# ---- sync_filter_edge ----
===== config.mk =====
export PLATFORM = sky130hd
export DESIGN_NAME = sync_filter_edge
export DESIGN_NICKNAME = d
export VERILOG_FILES = /design/src/rtl/sync_filter_edge.sv
export SDC_FILE = /design/constraint.sdc
export NUM_CORES = 1
export LEC_CHECK = 0
export CAP_MARGIN = 20
export CORE_MARGIN = 2
export CORE_UTILIZATION = 57
export DETAILED_ROUTE_END_ITERATION = 10
export PLACE_DENSITY = 0.89
export SLEW_MARGIN = 20
export SYNTH_ARGS = -nofsm -noshare
export SYNTH_HDL_FRONTEND = slang
export SYNTH_SLANG_ARGS = --single-unit

===== constraint.sdc =====
create_clock -name I_CLK -period 2.9 [get_ports I_CLK]
set_input_delay 0.58 -clock I_CLK [delete_from_list [all_inputs] [get_ports I_CLK]]
set_output_delay 0.58 -clock I_CLK [all_outputs]
set_load 0.05 [all_outputs]

===== src/rtl/sync_filter_edge.sv =====
`default_nettype none
// +----------------------------------------------------------------------------+
// | sync_filter_edge: CH-channel synchronizer, glitch filter, rise/fall pulses |
// | Rev 1.0                                                                    |
// +----------------------------------------------------------------------------+
module sync_filter_edge #(
  parameter int            CH       = 4,
  parameter int            STAGE    = 3,
  parameter logic [CH-1:0] RST_VAL  = {CH{1'b0}},
  parameter int            FILT_LEN = 4
) (
  input  logic          I_CLK,
  input  logic          I_RST,
  input  logic [CH-1:0] I_ASYNC,
  input  logic          I_FILT_EN,
  output logic [CH-1:0] O_SYNC,
  output logic [CH-1:0] O_LEVEL,
  output logic [CH-1:0] O_RISE,
  output logic [CH-1:0] O_FALL,
  output logic          O_CHG
);

  localparam int               CNT_W = $clog2(FILT_LEN + 1);
  localparam logic [CNT_W-1:0] c_THR = CNT_W'(FILT_LEN - 1);

  logic [STAGE-1:0][CH-1:0] r_stage;
  logic [CH-1:0]            r_level;
  logic [CH-1:0]            r_rise;
  logic [CH-1:0]            r_fall;
  logic                     r_chg;
  logic [CH-1:0]            w_next_level;
  logic [CNT_W-1:0]         w_thr;

  // Bypass behaves as a one-cycle filter: a zero threshold accepts on first mismatch.
  assign w_thr = I_FILT_EN ? c_THR : '0;

  always_ff @(posedge I_CLK or posedge I_RST) begin
    if (I_RST) begin
      r_stage <= {STAGE{RST_VAL}};
    end else begin
      r_stage <= {r_stage[STAGE-2:0], I_ASYNC};
    end
  end

  generate
    for (genvar g = 0; g < CH; g++) begin : g_ch
      logic [CNT_W-1:0] r_cnt;
      logic             w_diff;
      logic             w_take;

      assign w_diff          = r_stage[STAGE-1][g] ^ r_level[g];
      assign w_take          = w_diff && (r_cnt >= w_thr);
      assign w_next_level[g] = w_take ? r_stage[STAGE-1][g] : r_level[g];

      always_ff @(posedge I_CLK or posedge I_RST) begin
        if (I_RST) begin
          r_cnt <= '0;
        end else if (!w_diff || w_take) begin
          r_cnt <= '0;
        end else begin
          r_cnt <= r_cnt + CNT_W'(1);
        end
      end
    end
  endgenerate

  always_ff @(posedge I_CLK or posedge I_RST) begin
    if (I_RST) begin
      r_level <= RST_VAL;
      r_rise  <= '0;
      r_fall  <= '0;
      r_chg   <= 1'b0;
    end else begin
      r_level <= w_next_level;
      r_rise  <= w_next_level & ~r_level;
      r_fall  <= ~w_next_level & r_level;
      r_chg   <= |(w_next_level ^ r_level);
    end
  end

  assign O_SYNC  = r_stage[STAGE-1];
  assign O_LEVEL = r_level;
  assign O_RISE  = r_rise;
  assign O_FALL  = r_fall;
  assign O_CHG   = r_chg;

endmodule
`default_nettype wire


# ---- pixel_plot_sink ----
<file path="src/rtl/pixel_plot_sink.sv">
// Plot-stream sink: clips incoming pixels, queues them in a small FIFO and writes them into the framebuffer.
// Define COLLISION_DETECT_EN to read each target pixel before writing it and flag overdraws.
module pixel_plot_sink #(
   parameter int SCREEN_W = 160,
   parameter int SCREEN_H = 120,
   parameter int DEPTH    = 8
) (
   input  logic        clock,
   input  logic        reset_n,
   input  logic        plot,
   input  logic [7:0]  x_in,
   input  logic [6:0]  y_in,
   input  logic [2:0]  colour_in,
   output logic        full,
   output logic        idle,
   input  logic        fb_ready,
   output logic [14:0] fb_addr,
   output logic [2:0]  fb_wdata,
   output logic        fb_we,
   output logic        fb_re,
   input  logic [2:0]  fb_rdata,
   input  logic        clear_flags,
   output logic        overflow,
   output logic [7:0]  clip_count,
   output logic [15:0] pixels_written,
   output logic        collision
);

   localparam int AW = $clog2(DEPTH);

   typedef enum logic [1:0] {IDLE, READ, CHECK, WRITE} state_t;

   state_t       state;
   logic [17:0]  mem [DEPTH];
   logic [AW:0]  wr_ptr;
   logic [AW:0]  rd_ptr;
   logic         empty;
   logic         clipped;
   logic         push;
   logic         pop;
   logic [17:0]  head;
   logic [14:0]  head_addr;

   // The extra pointer bit tells a full buffer apart from an empty one when the indices match.
   assign empty   = (wr_ptr == rd_ptr);
   assign full    = (wr_ptr[AW] != rd_ptr[AW]) && (wr_ptr[AW-1:0] == rd_ptr[AW-1:0]);
   assign idle    = empty && (state == IDLE);
   assign clipped = ({1'b0, x_in} >= 9'(SCREEN_W)) || ({1'b0, y_in} >= 8'(SCREEN_H));
   assign push    = plot && !clipped && !full;
   assign pop     = (state == IDLE) && !empty;

   assign head      = mem[rd_ptr[AW-1:0]];
   assign head_addr = 15'(head[14:8]) * 15'(SCREEN_W) + 15'(head[7:0]);

   always_ff @(posedge clock) begin
      if (push) begin
         mem[wr_ptr[AW-1:0]] <= {colour_in, y_in, x_in};
      end
   end

   always_ff @(posedge clock) begin
      if (!reset_n) begin
         wr_ptr <= '0;
         rd_ptr <= '0;
      end else begin
         if (push) begin
            wr_ptr <= wr_ptr + 1'b1;
         end
         if (pop) begin
            rd_ptr <= rd_ptr + 1'b1;
         end
      end
   end

   // Clears win over a same-cycle clip or drop so software never loses a clear.
   always_ff @(posedge clock) begin
      if (!reset_n || clear_flags) begin
         overflow   <= 1'b0;
         clip_count <= '0;
      end else if (plot) begin
         if (clipped) begin
            if (clip_count != 8'hFF) begin
               clip_count <= clip_count + 8'd1;
            end
         end else if (full) begin
            overflow <= 1'b1;
         end
      end
   end

`ifdef COLLISION_DETECT_EN
   always_ff @(posedge clock) begin
      if (!reset_n) begin
         state          <= IDLE;
         fb_addr        <= '0;
         fb_wdata       <= '0;
         fb_we          <= 1'b0;
         fb_re          <= 1'b0;
         pixels_written <= '0;
         collision      <= 1'b0;
      end else begin
         if (clear_flags) begin
            collision <= 1'b0;
         end else if (state == CHECK && fb_rdata != 3'b000 && fb_wdata != 3'b000) begin
            collision <= 1'b1;
         end
         case (state)
            IDLE: begin
               if (pop) begin
                  fb_addr  <= head_addr;
                  fb_wdata <= head[17:15];
                  fb_re    <= 1'b1;
                  state    <= READ;
               end
            end
            READ: begin
               if (fb_ready) begin
                  fb_re <= 1'b0;
                  state <= CHECK;
               end
            end
            CHECK: begin
               fb_we <= 1'b1;
               state <= WRITE;
            end
            WRITE: begin
               if (fb_ready) begin
                  fb_we          <= 1'b0;
                  pixels_written <= pixels_written + 16'd1;
                  state          <= IDLE;
               end
            end
            default: state <= IDLE;
         endcase
      end
   end
`else
   logic rdata_unused;

   assign fb_re        = 1'b0;
   assign collision    = 1'b0;
   assign rdata_unused = ^fb_rdata;

   always_ff @(posedge clock) begin
      if (!reset_n) begin
         state          <= IDLE;
         fb_addr        <= '0;
         fb_wdata       <= '0;
         fb_we          <= 1'b0;
         pixels_written <= '0;
      end else begin
         case (state)
            IDLE: begin
               if (pop) begin
                  fb_addr  <= head_addr;
                  fb_wdata <= head[17:15];
                  fb_we    <= 1'b1;
                  state    <= WRITE;
               end
            end
            WRITE: begin
               if (fb_ready) begin
                  fb_we          <= 1'b0;
                  pixels_written <= pixels_written + 16'd1;
                  state          <= IDLE;
               end
            end
            default: state <= IDLE;
         endcase
      end
   end
`endif

endmodule

</file>
<file path="config.mk">
export PLATFORM = sky130hd
export DESIGN_NAME = pixel_plot_sink
export DESIGN_NICKNAME = d
export VERILOG_FILES = /design/src/rtl/pixel_plot_sink.sv
export SDC_FILE = /design/constraint.sdc
export NUM_CORES = 1
export LEC_CHECK = 0
export CORE_UTILIZATION = 50
export DETAILED_ROUTE_END_ITERATION = 10
export PLACE_DENSITY = 0.74
export SKIP_CTS_REPAIR_TIMING = 1
export SYNTH_ARGS = -nofsm -noshare
export SYNTH_HDL_FRONTEND = slang
export SYNTH_SLANG_ARGS = --single-unit
export TNS_END_PERCENT = 30
</file>
<file path="constraint.sdc">
create_clock -name clock -period 4.24 [get_ports clock]
set_input_delay 0.848 -clock clock [delete_from_list [all_inputs] [get_ports clock]]
set_output_delay 0.848 -clock clock [all_outputs]
set_load 0.05 [all_outputs]
</file>
# ---- mcu_refclk_ctrl ----
$ cat src/rtl/mcu_refclk_ctrl.sv
// Reference-clock sequencer for the MCU: drives DDR din0/din1 half-slots with a programmable
// 50%-duty divide ratio, run/stop control, and config changes applied only at period boundaries.
module mcu_refclk_ctrl #(
  parameter int unsigned DIV_WIDTH   = 8,
  parameter int unsigned COUNT_WIDTH = 16
) (
  input  logic                   clk_50mhz,
  input  logic                   rst,
  input  logic                   cfg_update,
  input  logic                   cfg_en,
  input  logic [DIV_WIDTH-1:0]   cfg_div,
  output logic                   cfg_busy,
  output logic                   cfg_ack,
  output logic                   running,
  output logic                   din0,
  output logic                   din1,
  output logic [COUNT_WIDTH-1:0] period_count
);

  typedef enum logic [0:0] {StStopped, StRunning} state_e;

  localparam logic [DIV_WIDTH-1:0] DivOne = {{(DIV_WIDTH-1){1'b0}}, 1'b1};

  state_e                 state_q;
  logic [DIV_WIDTH-1:0]   p_q, n_q, sh_div_q;
  logic                   sh_en_q, busy_q, ack_q, run_q, din0_q, din1_q;
  logic [COUNT_WIDTH-1:0] count_q;

  logic                   wrap, apply;
  logic [DIV_WIDTH-1:0]   div_eff, p_inc, n_restart;
  logic [DIV_WIDTH:0]     slot0, slot1;
  logic                   inc_din0, inc_din1, rst_din1;

  always_comb begin
    div_eff   = (cfg_div == '0) ? DivOne : cfg_div;
    wrap      = (state_q == StRunning) && (p_q == n_q - DivOne);
    apply     = busy_q && ((state_q == StStopped) || wrap);
    n_restart = apply ? sh_div_q : n_q;
    p_inc     = p_q + DivOne;
    // Half-slots 2p and 2p+1 are high once they reach N.
    slot0     = {p_inc, 1'b0};
    slot1     = {p_inc, 1'b1};
    inc_din0  = slot0 >= {1'b0, n_q};
    inc_din1  = slot1 >= {1'b0, n_q};
    // Phase 0 is always (0, N==1).
    rst_din1  = (n_restart == DivOne);
  end

  always_ff @(posedge clk_50mhz or posedge rst) begin
    if (rst) begin
      state_q  <= StStopped;
      p_q      <= '0;
      n_q      <= DivOne;
      sh_div_q <= '0;
      sh_en_q  <= 1'b0;
      busy_q   <= 1'b0;
      ack_q    <= 1'b0;
      run_q    <= 1'b0;
      din0_q   <= 1'b0;
      din1_q   <= 1'b0;
      count_q  <= '0;
    end else begin
      ack_q <= apply;
      // A new sample on an apply edge wins the shadow; the old one is what gets applied.
      if (cfg_update) begin
        sh_en_q  <= cfg_en;
        sh_div_q <= div_eff;
        busy_q   <= 1'b1;
      end else if (apply) begin
        busy_q <= 1'b0;
      end

      unique case (state_q)
        StStopped: begin
          if (apply && sh_en_q) begin
            state_q <= StRunning;
            n_q     <= sh_div_q;
            p_q     <= '0;
            din0_q  <= 1'b0;
            din1_q  <= (sh_div_q == DivOne);
            run_q   <= 1'b1;
          end
        end
        StRunning: begin
          if (wrap) begin
            count_q <= count_q + 1'b1;
            p_q     <= '0;
            if (apply && !sh_en_q) begin
              state_q <= StStopped;
              din0_q  <= 1'b0;
              din1_q  <= 1'b0;
              run_q   <= 1'b0;
            end else begin
              n_q    <= n_restart;
              din0_q <= 1'b0;
              din1_q <= rst_din1;
            end
          end else begin
            p_q    <= p_inc;
            din0_q <= inc_din0;
            din1_q <= inc_din1;
          end
        end
        default: state_q <= StStopped;
      endcase
    end
  end

  assign cfg_busy     = busy_q;
  assign cfg_ack      = ack_q;
  assign running      = run_q;
  assign din0         = din0_q;
  assign din1         = din1_q;
  assign period_count = count_q;

endmodule

$ cat config.mk
export PLATFORM = sky130hd
export DESIGN_NAME = mcu_refclk_ctrl
export DESIGN_NICKNAME = d
export VERILOG_FILES = /design/src/rtl/mcu_refclk_ctrl.sv
export SDC_FILE = /design/constraint.sdc
export NUM_CORES = 1
export LEC_CHECK = 0
export CAP_MARGIN = 10
export CORE_MARGIN = 3
export CORE_UTILIZATION = 30
export DETAILED_ROUTE_END_ITERATION = 16
export SKIP_LAST_GASP = 1
export SLEW_MARGIN = 5
export SYNTH_ARGS = -nofsm -noshare
export SYNTH_HDL_FRONTEND = slang
export SYNTH_SLANG_ARGS = --single-unit
$ cat constraint.sdc
create_clock -name clk_50mhz -period 3 [get_ports clk_50mhz]
set_input_delay 0.9 -clock clk_50mhz [delete_from_list [all_inputs] [get_ports clk_50mhz]]
set_output_delay 0.9 -clock clk_50mhz [all_outputs]
set_load 0.02 [all_outputs]

## Gallery

Drive-strength map.
Plate I
(3 px per um)
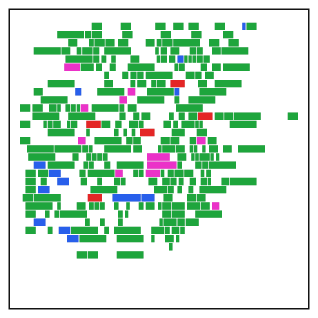
Plate II
(2 px per um)
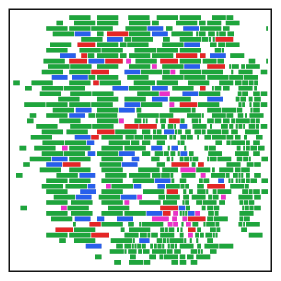
Plate III
(4 px per um)
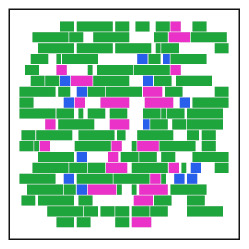
Plate I: mcu_refclk_ctrl
Plate III: sync_filter_edge
Plate II: pixel_plot_sink
Of these, largest die: Plate II

Fig. 1: sync_filter_edge, placed standard cells
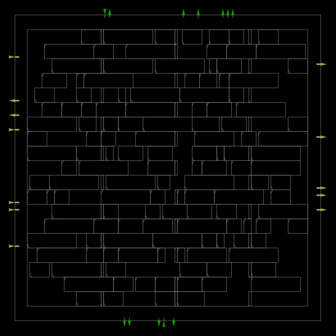
sequential cell area share: 0.478
fillers: 184
FP Rows: 19
FF+latch count: 37

==> Changelog: implementation, sync_filter_edge <==
## Flow update

* Status: finished, final reports clean
* Synth Area per Inst at 15.5 sq um
* Crit path time final at 2.42 ns
* Final setup fails at 0
* Mapped Cells at 104
* Ant diodes at 0
* Min-delay worst type: reg -> reg
* Fraction of layout instances using a drive strength above 1 at 0.265
* CTS clk-pin slew, worst paths at 0.11 ns
* DR vias at 867
* Largest power group: combinational cells
* Top logic family: adder cells
* Type of origin of the critical path: input pin
* First-pass GRT wire length at 4300 um
* FA/HA/MAJ Cells, Area Fraction at 0.155
* Crit path arrival time at 2.64 ns
* Placement Setup Slack at 0.110 ns
* TritonRoute pass-1 iters at 3
* Unique cell types at 11
* Worst EP required at 3.12 ns
* Post-DP HPWL at 1800 um
* Resized cells post-CTS at 0
* Via/cell ratio at 5.19
* Worst skew pair latency at 0.34 ns
* Routability congestion estimate at 0.732
* Worst-path cell chain: clkdlybuf4s50_1 -> inv_1 -> ha_1 -> a211oi_4 -> mux2_4 -> ha_1 -> nand4_1
* Synth area leader: dfrtp_1
* Switch Pwr at 829 uW
* Initial antenna violation count at 0
* Crit-path max cell delay at 0.59 ns
* P_leak at 1.00 nW
* Power per cell area at 1050 nW/um^2
* Dominant cell area share at 0.575
* Max Fclk at 0.414 GHz
* CTS sink cnt at 37
* Post-synth EDFFs at 0
* Cell Int Power at 1.20 mW
* IO buf count at 23
* Setup bufs post-CTS at 0
* Critical Path End Type: flip-flop
* CP max stage cell: clkdlybuf4s50_1
* Logic area at 617 sq um
* Die H at 57.2 um
* RSZ-0062 raised after global routing: false
[sync_filter_edge: flip-flops by register name (all words and copies together) (netlist names)]
signal      flops
O_RISE          4
O_CHG           1
g_ch.r_cnt     12
r_stage         8
O_FALL          4
O_SYNC          4
O_LEVEL         4
[sync_filter_edge: placed cells by master, fill, tap and decap left out]
cell             instances
nand4_1                  1
xor2_1                   4
mux2_4                   4
clkbuf_1                 1
clkdlybuf4s50_1         23
buf_4                    5
a211oi_4                 4
mux2i_1                  4
dfrtp_1                 37
ha_1                    20
clkbuf_4                 5
clkinv_2                 2
nand2b_4                 4
inv_1                   10
and3_2                  12
[sync_filter_edge: routing by layer]
metal	up-vias	global-route usage	routed length, um
li1	407	-	-
met5	-	0	0
met4	0	0.0997	37
met1	439	0.236	1050
met3	4	0.0748	111
met2	17	0.276	1220
[sync_filter_edge: cell type report]
class / instances / share of cell area
clock buffer: 6 / 0.0213
clock inverter: 2 / 0.00516
inverter: 10 / 0.0194
multi-input combinational: 53 / 0.318
sequential: 37 / 0.478
tap: 31 / 0.0200
timing repair buffer: 28 / 0.138
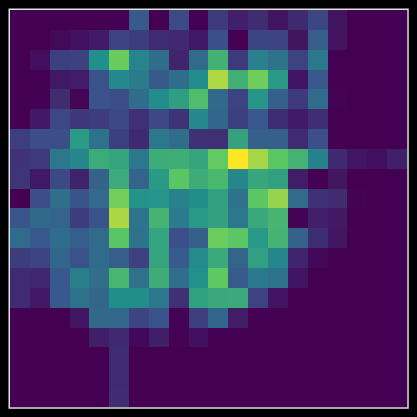
Fig. 2. Wiring heat map (mcu_refclk_ctrl).
(4 px per um) The die is cut into 20 by 20 equal tiles; dark purple is low, yellow is high, scaled to the fullest tile. Values are wire area over tile area, all layers added.
- fullest tile: 0.43
- tiles over half the peak: 14%
- densest ninth of the die: center
- emptiest ninth of the die: lower right

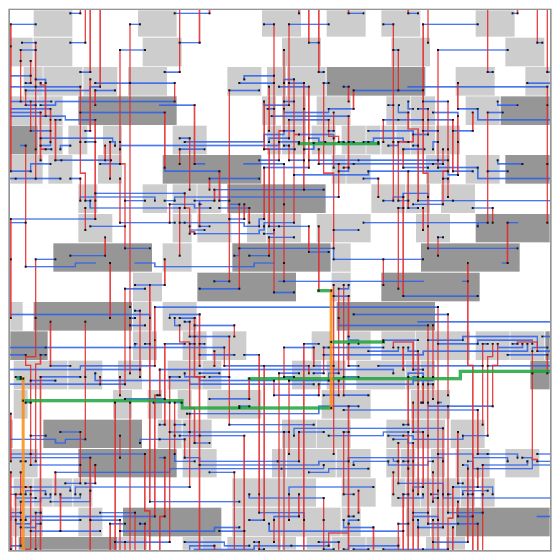
Fig. 3. Close-up of the layout (mcu_refclk_ctrl).
Window x 25 to 75, y 45 to 95 um. Cells in gray, sequential cells in the stronger gray; small squares are vias.
- M4: orange
- M2: red
- M3: green
- M1: blue
- netlist names of flops here include: period_count (11), n_q (3), p_q (2)
- sequential cells in the window: 17
- cells with their middle in the window: 148
- most frequent: dfrtp_1 (17), clkdlybuf4s50_1 (17), xnor2_1 (16)

==> Changelog: implementation, mcu_refclk_ctrl <==
## Flow update

* CP max FO at 8
* Clock buf/inv share at 0.0275
* Inverters excl. clock at 12
* Number of buffers created by CTS at 5
* GR Overflow Total at 0
* Worst skew pair latency at 0.30 ns
* Max Fclk at 0.376 GHz
* Final ANT Viol Nets at 0
* Die Span X at 99.3 um
* Synth Seq Share at 0.451
* Die area at 9860 sq um
* TritonRoute pass-1 iters at 4
* Combinational gates at 186
* Flops after synth at 47
* Simple-gate share of the synthesized area at 0.218
* Sequential cell area share at 0.375
* Ant diodes at 0
* Status: finished, final reports clean
* Critical Path End Type: flip-flop
* Syn Std Cell Area at 2610 sq um
* Crit path arrival time at 2.84 ns
* FP Rows at 33
* Resized cells post-CTS at 0
* RSZ-0062 raised after global routing: false
* R2R setup slack at 0.34 ns
* Top logic family: simple AND/OR/NAND/NOR gates
* Drt first-iter violations at 103
* WHS at 0.479 ns
* Crit path time final at 2.66 ns
* CP max stage cell: dfstp_2
* Placed cell count at 388
* Finished Layout Cells at 396
* Final design utilization at 0.376
mcu_refclk_ctrl: cell families (layout without fill, tap and decap cells):
kind of cell | count (synthesis) | count (layout)
AOI/OAI and AO/OA | 42 | 42
xor gates and xnor gates | 27 | 27
adders and majority gates | 11 | 11
buffers and inverters | 22 | 58
DFF | 47 | 47
muxes | 8 | 8
and+or+nand+nor | 98 | 98
mcu_refclk_ctrl: state kept, by name (all words and copies together), names as in the netlist:
register,count
din1,1
sh_div_q,8
p_q,8
cfg_busy,1
period_count,16
running,1
sh_en_q,1
din0,1
cfg_ack,1
state_q,1
n_q,8
mcu_refclk_ctrl: metal layers:
metal,part of all wire,wire [um],up-vias,track usage
li1,-,-,997,-
met1,0.50,2840,945,0.179
met2,0.46,2590,23,0.190
met3,0.024,138,8,0.0231
met4,0.012,67,0,0.0315
met5,0,0,-,0
mcu_refclk_ctrl: power by group:
group          total, mW  internal [mW]  switching [mW]
logic               1.41          0.661           0.751
clock network      0.376          0.165           0.211
registers           1.01          0.793           0.215
total               2.80           1.62            1.18
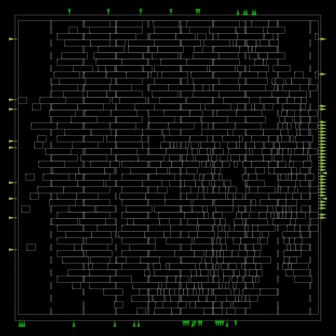
Fig. 4. Placed standard cells (pixel_plot_sink).
final design utilization: 0.617
Finished Layout Cells: 827
# Taps: 216
fillers: 1170
sequential cell area share: 0.550

==> Changelog: implementation, pixel_plot_sink <==
## Flow update

* Worst-path cell chain: mux4_2 -> mux2i_1 -> inv_1 -> ha_1 -> ha_1 -> fa_1 -> a211oi_1 -> o22ai_1 -> nor4_4 -> xnor3_1 -> mux2i_1 -> nor2b_1
* CTS root buf: clkbuf_16
* Dominant cell area share at 0.526
* Flops after synth at 199
* Slew Viols, Final at 0
* Peak VDD IR at 0.000450 V
* CP max FO at 11
* Die H at 130 um
* FP Rows at 46
* Most numerous logic cell after layout: edfxtp_1
* Top Layout Cells: 144 x edfxtp_1, 68 x clkdlybuf4s50_1, 54 x dfxtp_1
* Initial Util at 0.514
* Crit path time final at 3.93 ns
* Boundary pin count at 74
* Core area at 16000 sq um
* Worst R2R Path Depth at 12
* Fin Setup TNS at 0 ns
* Synth area leader: edfxtp_1
* TritonRoute pass-1 iters at 5
* Worst skew pair latency at 0.44 ns
* GR Util met1 at 0.258
* Post-synth EDFFs at 144
* IO buf count at 68
* Most used standard cell by instance count after synthesis: edfxtp_1
* Max clock buf depth at 2
* Crit path arrival time at 4.25 ns
* CTS sink cnt at 199
* Synth Area per Inst at 16.0 sq um
* Yosys Instances at 515
* Die area at 17000 sq um
* Top logic family: multiplexers
* CP max stage cell: mux4_2
* Post-DP Area at 9230 sq um
* Cell Int Power at 3.90 mW
* Status: finished, final reports clean
* Type of origin of the critical path: flip-flop
* Mux share at 0.132
* Largest net degree at the start of global routing at 31
* Worst EP required at 4.56 ns
* Final wirelength at 15700 um
* Rel. slew slack at 0.586
* CTS clk-pin slew, worst paths at 0.07 ns
* Placed cell count at 795
-- pixel_plot_sink: power groups by stage --
stage          sequential, mW  combinational, mW  clock, mW
2_1_floorplan            2.48               1.20          0
3_3_place_gp             2.31               1.77          0
3_5_place_dp             2.32               1.80          0
4_1_cts                  2.27               1.83       1.70
5_1_grt                  2.28               1.98       1.79
6_report                 2.27               1.82       1.67
-- pixel_plot_sink: layout make-up --
class | instances | area, sq um
clock buffers | 17 | 425
clock inverters | 15 | 204
fillers | 1170 | 6140
inverters | 8 | 30.0
multi-input cells | 285 | 2670
flip-flops and latches | 199 | 5430
well taps | 216 | 270
repair buffers | 87 | 836
-- pixel_plot_sink: path summary, 6_finish.rpt --
path	end	slack, ns
min reg2reg	overflow$_SDFFE_PP0P_	0.47
min	overflow$_SDFFE_PP0P_	0.47
max reg2reg	fb_addr[13]$_SDFFE_PN0P_	0.31
max	fb_addr[13]$_SDFFE_PN0P_	0.31
-- pixel_plot_sink: flip-flops by register name, summed over array words and instances, names as in the netlist, named ones only --
register and flops:
overflow 1, fb_wdata 3, rd_ptr 4, clip_count 8
fb_addr 15, pixels_written 16, state 1, wr_ptr 4
mem 144


==> gallery <==
Floorplan with the power grid.
image #1
(4 px per um) Pins as bars on the die edge.
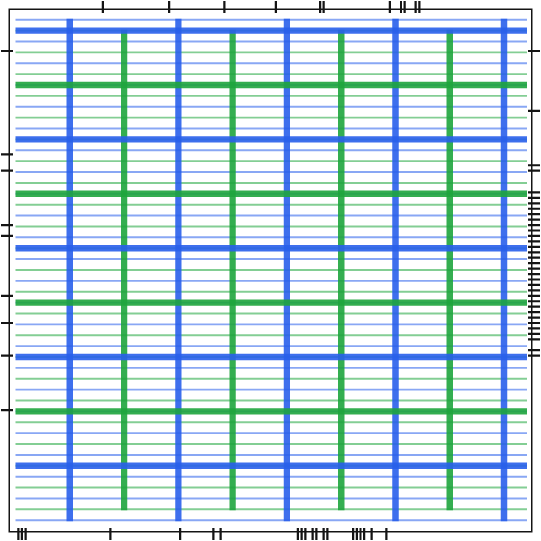
image #2
(8 px per um) Pins as bars on the die edge.
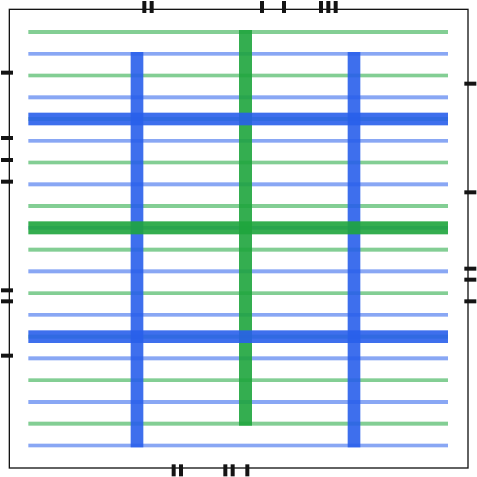
image #3
(4 px per um) Pins as bars on the die edge.
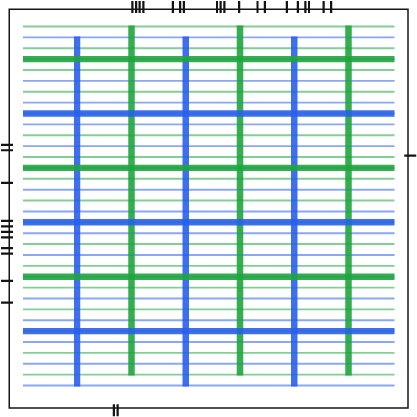
| picture | from |
|---|---|
| image #1 | pixel_plot_sink |
| image #2 | sync_filter_edge |
| image #3 | mcu_refclk_ctrl |
The one with the smallest die is image #2.
The one with the fewest pins is image #2.

No activity file was given, so power comes from the tool's default toggle rates.
